# alu_cmd_issuer

**alu_cmd_issuer: metal 3**

Cells faint in the background.
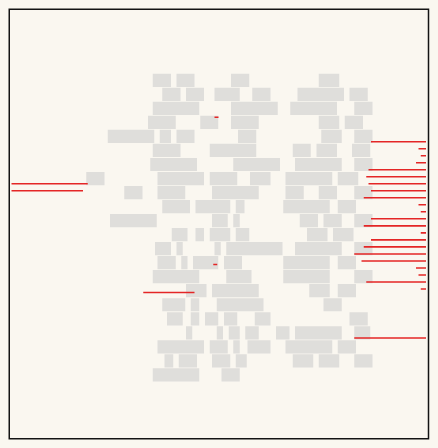

File: src/rtl/alu_cmd_issuer.sv
// Single-outstanding command issuer for the 4-bit ALU: registers operands, waits ALU_LAT cycles, returns result.
// Optional accumulator chaining is built only when ACC_CHAIN_EN is defined.
module alu_cmd_issuer #(
  parameter int WIDTH   = 4,
  parameter int ALU_LAT = 1
) (
  input  logic             clk,
  input  logic             rst_n,
  input  logic             cmd_valid,
  output logic             cmd_ready,
  input  logic [2:0]       cmd_op,
  input  logic [WIDTH-1:0] cmd_a,
  input  logic [WIDTH-1:0] cmd_b,
  input  logic             cmd_use_acc,
  output logic [WIDTH-1:0] alu_a,
  output logic [WIDTH-1:0] alu_b,
  output logic [2:0]       alu_op,
  input  logic [WIDTH-1:0] alu_result,
  input  logic             alu_carry,
  output logic             rsp_valid,
  input  logic             rsp_ready,
  output logic [WIDTH-1:0] rsp_result,
  output logic             rsp_carry,
  output logic             rsp_zero
);

  generate
    if (ALU_LAT < 1 || ALU_LAT > 15) begin : g_bad_lat
      $error("alu_cmd_issuer: ALU_LAT must be in 1..15");
    end
  endgenerate

  typedef enum logic [1:0] {IDLE, WAIT, RESP} state_t;

  localparam logic [3:0] LAT_M1 = 4'(ALU_LAT - 1);

  state_t           state;
  logic [3:0]       cnt;
  logic [WIDTH-1:0] a_next;

  // Held low while reset is asserted so every output reads 0 during reset.
  assign cmd_ready = rst_n & ((state == IDLE) | ((state == RESP) & rsp_ready));

`ifdef ACC_CHAIN_EN
  logic [WIDTH-1:0] acc;
  assign a_next = cmd_use_acc ? acc : cmd_a;

  always_ff @(posedge clk or negedge rst_n) begin
    if (!rst_n) begin
      acc <= '0;
    end else if (state == WAIT && cnt == 4'd0) begin
      acc <= alu_result;
    end
  end
`else
  logic unused_use_acc;
  assign unused_use_acc = cmd_use_acc;
  assign a_next         = cmd_a;
`endif

  always_ff @(posedge clk or negedge rst_n) begin
    if (!rst_n) begin
      state      <= IDLE;
      cnt        <= 4'd0;
      alu_a      <= '0;
      alu_b      <= '0;
      alu_op     <= 3'd0;
      rsp_valid  <= 1'b0;
      rsp_result <= '0;
      rsp_carry  <= 1'b0;
      rsp_zero   <= 1'b0;
    end else begin
      case (state)
        IDLE: begin
          if (cmd_valid) begin
            alu_a  <= a_next;
            alu_b  <= cmd_b;
            alu_op <= cmd_op;
            cnt    <= LAT_M1;
            state  <= WAIT;
          end
        end
        WAIT: begin
          if (cnt == 4'd0) begin
            rsp_result <= alu_result;
            rsp_carry  <= alu_carry;
            rsp_zero   <= ~|alu_result;
            rsp_valid  <= 1'b1;
            state      <= RESP;
          end else begin
            cnt <= cnt - 4'd1;
          end
        end
        RESP: begin
          if (rsp_ready) begin
            rsp_valid <= 1'b0;
            // A command waiting alongside the response handshake goes straight to WAIT.
            if (cmd_valid) begin
              alu_a  <= a_next;
              alu_b  <= cmd_b;
              alu_op <= cmd_op;
              cnt    <= LAT_M1;
              state  <= WAIT;
            end else begin
              state <= IDLE;
            end
          end
        end
        default: state <= IDLE;
      endcase
    end
  end

endmodule

File: config.mk
export PLATFORM = sky130hd
export DESIGN_NAME = alu_cmd_issuer
export DESIGN_NICKNAME = d
export VERILOG_FILES = /design/src/rtl/alu_cmd_issuer.sv
export SDC_FILE = /design/constraint.sdc
export NUM_CORES = 1
export LEC_CHECK = 0
export CELL_PAD_IN_SITES_DETAIL_PLACEMENT = 1
export CELL_PAD_IN_SITES_GLOBAL_PLACEMENT = 2
export CORE_AREA = 10 10 71 73
export DETAILED_ROUTE_END_ITERATION = 10
export DIE_AREA = 0 0 81 83
export GPL_TIMING_DRIVEN = 0
export PLACE_DENSITY = 0.89
export SYNTH_ARGS = -nofsm -noshare
export SYNTH_HDL_FRONTEND = slang
export SYNTH_SLANG_ARGS = --single-unit
File: constraint.sdc
create_clock -name clk -period 3.8 [get_ports clk]
set_input_delay 0.76 -clock clk [delete_from_list [all_inputs] [get_ports clk]]
set_output_delay 0.76 -clock clk [all_outputs]
set_load 0.03 [all_outputs]
# bit_serial_adder

--- config.mk ---
export PLATFORM = sky130hd
export DESIGN_NAME = bit_serial_adder
export DESIGN_NICKNAME = d
export VERILOG_FILES = /design/src/rtl/adder_pkg.sv /design/src/rtl/full_adder_cell.sv /design/src/rtl/bit_serial_adder.sv
export SDC_FILE = /design/constraint.sdc
export NUM_CORES = 1
export LEC_CHECK = 0
export ABC_AREA = 1
export CORE_AREA = 4 4 79 81
export CTS_CLUSTER_SIZE = 40
export DETAILED_ROUTE_END_ITERATION = 8
export DIE_AREA = 0 0 83 85
export SETUP_SLACK_MARGIN = 0.1
export SYNTH_ARGS = -nofsm -noshare
export SYNTH_HDL_FRONTEND = slang
export SYNTH_HIERARCHICAL = 1
export SYNTH_SLANG_ARGS = --single-unit
--- constraint.sdc ---
create_clock -name clk -period 2 [get_ports clk]
set_clock_uncertainty 0.15 [all_clocks]
set_input_delay 0.2 -clock clk [delete_from_list [all_inputs] [get_ports clk]]
set_output_delay 0.2 -clock clk [all_outputs]
set_load 0.01 [all_outputs]
--- src/rtl/adder_pkg.sv ---
// Shared definitions for the bit-serial adder.
//   state_t       : controller state encoding (IDLE / RUN / DONE)
//   DEFAULT_WIDTH : default operand width
package adder_pkg;

    localparam int DEFAULT_WIDTH = 8;

    typedef enum logic [1:0] {
        S_IDLE = 2'd0,
        S_RUN  = 2'd1,
        S_DONE = 2'd2
    } state_t;

endpackage

--- src/rtl/full_adder_cell.sv ---
// One-bit full adder built from two half-adder stages and an OR gate.
// Ports:
//   a, b  : input addend bits
//   cin   : input carry
//   sum   : a ^ b ^ cin
//   cout  : carry out
module full_adder_cell (
    input  logic a,
    input  logic b,
    input  logic cin,
    output logic sum,
    output logic cout
);

    logic ha1_sum;
    logic ha1_carry;
    logic ha2_carry;

    assign ha1_sum   = a ^ b;
    assign ha1_carry = a & b;

    assign sum       = ha1_sum ^ cin;
    assign ha2_carry = ha1_sum & cin;

    // At most one of the two half-adder carries can be set.
    assign cout      = ha1_carry | ha2_carry;

endmodule

--- src/rtl/bit_serial_adder.sv ---
// Multi-cycle adder: a + b + c_in computed one bit per clock, LSB first,
// through a single full_adder_cell and a carry flip-flop.
// Ports:
//   clk    : rising-edge clock
//   rst_n  : asynchronous active-low reset
//   start  : latch a, b, c_in and begin an addition (honoured in IDLE/DONE)
//   a, b   : WIDTH-bit operands
//   c_in   : carry-in
//   busy   : high while the addition runs (WIDTH cycles)
//   done   : one-cycle pulse when sum/c_out take a new result
//   sum    : result mod 2^WIDTH, held until the next completion
//   c_out  : carry out of bit WIDTH-1, held with sum
//
// state  | meaning
// IDLE   | waiting for start
// RUN    | one bit added per edge, cnt tracks bit position
// DONE   | result just published; start here chains back-to-back
module bit_serial_adder
    import adder_pkg::*;
#(
    parameter int WIDTH = DEFAULT_WIDTH
) (
    input  logic             clk,
    input  logic             rst_n,
    input  logic             start,
    input  logic [WIDTH-1:0] a,
    input  logic [WIDTH-1:0] b,
    input  logic             c_in,
    output logic             busy,
    output logic             done,
    output logic [WIDTH-1:0] sum,
    output logic             c_out
);

    localparam int CW = (WIDTH > 1) ? $clog2(WIDTH) : 1;
    localparam logic [CW-1:0] CNT_LAST = CW'(WIDTH - 1);

    state_t           state;
    logic [WIDTH-1:0] a_sh;
    logic [WIDTH-1:0] b_sh;
    logic [WIDTH-1:0] s_sh;
    logic             carry;
    logic [CW-1:0]    cnt;

    logic             bit_sum;
    logic             bit_cout;

    full_adder_cell u_fa (
        .a    (a_sh[0]),
        .b    (b_sh[0]),
        .cin  (carry),
        .sum  (bit_sum),
        .cout (bit_cout)
    );

    always_ff @(posedge clk or negedge rst_n) begin
        if (!rst_n) begin
            state <= S_IDLE;
            a_sh  <= '0;
            b_sh  <= '0;
            s_sh  <= '0;
            carry <= 1'b0;
            cnt   <= '0;
            busy  <= 1'b0;
            done  <= 1'b0;
            sum   <= '0;
            c_out <= 1'b0;
        end else begin
            done <= 1'b0;
            case (state)
                S_IDLE, S_DONE: begin
                    if (start) begin
                        a_sh  <= a;
                        b_sh  <= b;
                        carry <= c_in;
                        cnt   <= '0;
                        busy  <= 1'b1;
                        state <= S_RUN;
                    end else begin
                        busy  <= 1'b0;
                        state <= S_IDLE;
                    end
                end
                S_RUN: begin
                    s_sh  <= {bit_sum, s_sh[WIDTH-1:1]};
                    a_sh  <= a_sh >> 1;
                    b_sh  <= b_sh >> 1;
                    carry <= bit_cout;
                    cnt   <= cnt + 1'b1;
                    if (cnt == CNT_LAST) begin
                        // Final bit goes straight to the output; s_sh is not yet updated.
                        sum   <= {bit_sum, s_sh[WIDTH-1:1]};
                        c_out <= bit_cout;
                        done  <= 1'b1;
                        busy  <= 1'b0;
                        state <= S_DONE;
                    end
                end
                default: begin
                    busy  <= 1'b0;
                    state <= S_IDLE;
                end
            endcase
        end
    end

endmodule

**bit_serial_adder: clock network drawn from the DEF**

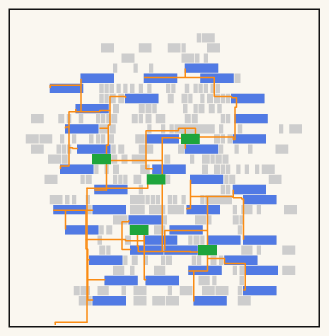
Key: flip-flops = blue [count 40]; cells driving clock nets = green [count 5]; clock wires = orange [length 517 um]
There are 6 routed clock nets.
Clk pwr share: 0.180
Clk power: 654 uW

==> ci_impl_report.md, bit_serial_adder <==
### Metrics collected by this job

| Metric | Value |
|---|---|
| Status | complete, no violations |
| Num rows | 27 |
| Dominant cell area share | 0.528 |
| CTS Buffer Depth | 2 |
| Hold Crit Start | a[7] |
| Number of remaining DRC errors | 0 |
| Tool warnings | 26 |
| Placed Cells | 321 |
| DP HPWL | 2.46 mm |
| Antenna violations before repair | 0 |
| Setup Buffers After CTS | 0 |
| Final Hold Vio Count | 0 |
| Share of cells above drive strength 1 | 0.112 |
| YS warnings | 6 |
| Clk sinks | 40 |
| Post-DR wirelength/cell | 10.9 um |
| Fin crit share | 0.776 |
| Hold-fix buffers, CTS | 1 |
| Max VDD drop | 551 uV |
| Die height | 85 um |
| Max-cap violations | 0 |
| Switching share of power | 0.392 |
| Chip footprint | 7060 um^2 |
| Logic gate fraction of the total cell area | 0.279 |
| PostCTS Resize Cnt | 0 |
| R2r endpoint | sum[0] |
| Worst Hold Depth | 3 |
| Final core utilization | 0.432 |
| Reg2reg path depth | 6 |
| Clock Tree Root | clkbuf_8 |
| DR vias | 1422 |
| WL final | 3.59 mm |
| Nets | 280 |
| Final hold slack | 0.320 ns |
| Largest delay share family, worst path | buffers and inverters |
| P_sw | 1.43 mW |
| M2 GR Usage | 0.176 |
| PnR worst setup slack | 0.447 ns |
| Metal3 WL | 146 um |
| Power per cell area | 1540 nW/um^2 |
| CTS tree | yes |
| Top cells by area | dfrtp_1, nand2_1, inv_1, nand3_1, o21ai_2 |
| End point of the critical path | c_out |
| Fill cell total of the finished layout | 581 |
==> bit_serial_adder: power groups by stage <==
| stage | Sequential, mW | Combinational [mW] | Clock (mW) |
|---|---|---|---|
| finish | 1.41 | 1.58 | 0.654 |
| detailed placement | 1.42 | 1.61 | 0 |
| floorplan | 1.40 | 1.21 | 0 |
| CTS | 1.41 | 1.62 | 0.677 |
| global route | 1.45 | 1.84 | 0.707 |
| global placement | 1.42 | 1.57 | 0 |
==> bit_serial_adder: synth_stat cells <==
cell type	n
inv_4	2
nand2_1	73
inv_1	40
o21ai_2	8
a21oi_1	1
nor2_4	1
nor2_1	2
nand2_4	4
buf_6	4
buf_2	5
fa_1	1
dfrtp_1	40
ha_1	2
inv_2	1
o21ai_0	10
nand3_1	30
==> bit_serial_adder: kinds of logic (layout without fill, tap and decap cells) <==
logic type / count (synthesis) / in the layout / synth area share
AND-OR/OR-AND: 19 / 19 / 0.0660
adder cells (fa/ha/maj): 3 / 3 / 0.0238
buffers and inverters: 52 / 86 / 0.125
flip-flops: 40 / 40 / 0.528
AND/OR/NAND/NOR: 110 / 110 / 0.257
**alu_cmd_issuer: congestion heat map**

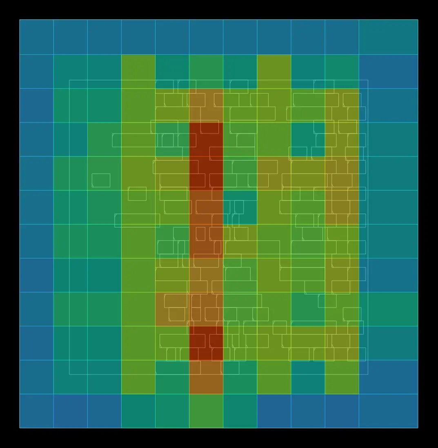
Tot GR Track Use: 0.0765
grt met3 use: 0.0205

Notes on 'metal 3' of alu_cmd_issuer above:
The longest straight run is 14.5 um. The layer carries 208 um of wire.
DR vias: 738
WL final: 2.60 mm

==> ci_impl_report.md, alu_cmd_issuer <==
### Metrics collected by this job

| Metric | Value |
|---|---|
| Status | complete, no violations |
| Via density | 4.53 |
| Clk power | 221 uW |
| TritonRoute pass-1 iters | 2 |
| Avg Cell Area, Syn | 14.4 um^2 |
| Antenna diodes | 0 |
| Logic gate fraction of the total cell area | 0.275 |
| Crit Path Max Fanout | 25 |
| Worst Hold Depth | 1 |
| Hold Crit Start | alu_b[1] |
| Static Leak | 0.667 nW |
| Iteration-0 DRC Markers | 13 |
| WP buf/inv | 2 |
| Number of remaining DRC errors | 0 |
| Fp_density | 0.290 |
| Final Hold Vio Count | 0 |
| Clk slew on worst S/H paths | 0.08 ns |
| I/O pin total | 40 |
| Worst Setup End Kind | output port |
| Seq area share | 0.384 |
| Final ANT Viol Nets | 0 |
| Number of enable flip-flop cells | 0 |
| Htree depth | 1 |
| Reg2reg path depth | 5 |
alu_cmd_issuer: placed cells by master (no fill, tap or decap):
cell type / instances
a21oi_1: 3
a22o_1: 3
a22o_2: 1
and2b_1: 1
buf_4: 1
bufinv_16: 1
clkbuf_8: 3
clkdlybuf4s50_1: 37
dfrtp_1: 24
dlygate4sd2_1: 1
ha_1: 1
inv_1: 4
mux2_2: 12
mux2_4: 6
mux2i_1: 1
nand2_1: 1
nand2_4: 1
nand3b_1: 1
nor2_1: 2
nor2b_1: 1
nor2b_2: 1
nor3_1: 1
nor3b_1: 1
nor3b_2: 1
nor3b_4: 1
nor4_1: 1
o21ai_0: 1
o22ai_1: 1
o31ai_1: 1
xnor2_1: 1
alu_cmd_issuer: routing by layer:
metal	share of wire	routed length [um]
met5	0	0
met4	0.011	28
met3	0.080	207
met1	0.41	1060
met2	0.50	1300
alu_cmd_issuer: repair_timing:
item,in CTS,in global routing
setup buffers,0,0
endpoints found under the hold margin,0,0
setup endpoints to repair,1,0
gates resized,1,0
alu_cmd_issuer: synthesized netlist by cell type (2+ instances only):
library cell and number:
a21oi_1 3, nor2_1 2, mux2_2 12, inv_1 4, dfrtp_1 24, mux2_4 6
a22o_1 3


==> screenshots <==
The metal 1 layer.
The bar under the picture is 20 um long. Supply wires on this layer in grey.
image #1
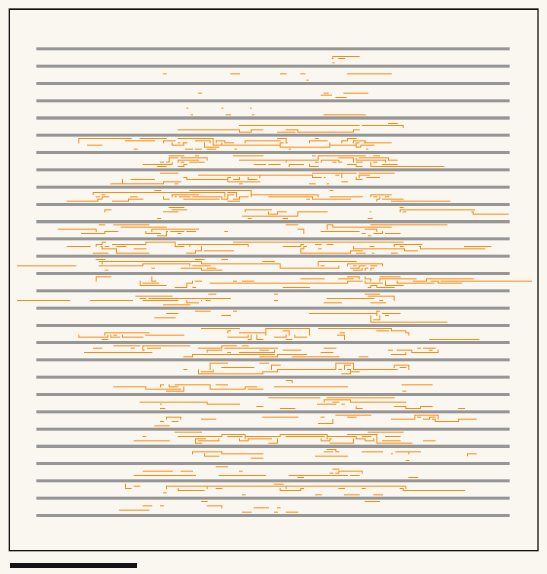
image #2
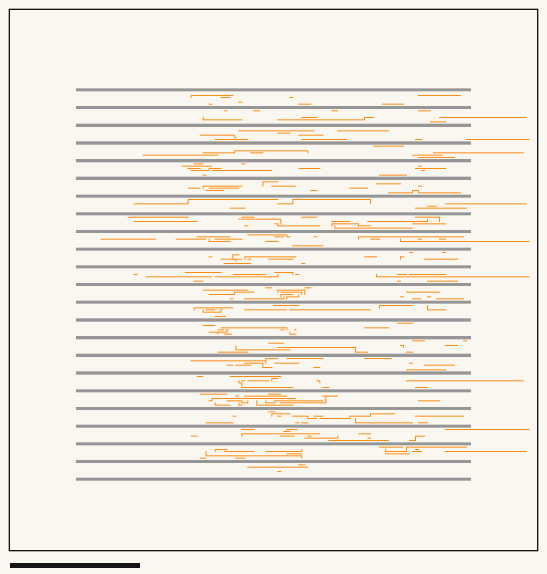
image #1: bit_serial_adder
image #2: alu_cmd_issuer

Power is estimated from default activity; no workload was simulated.
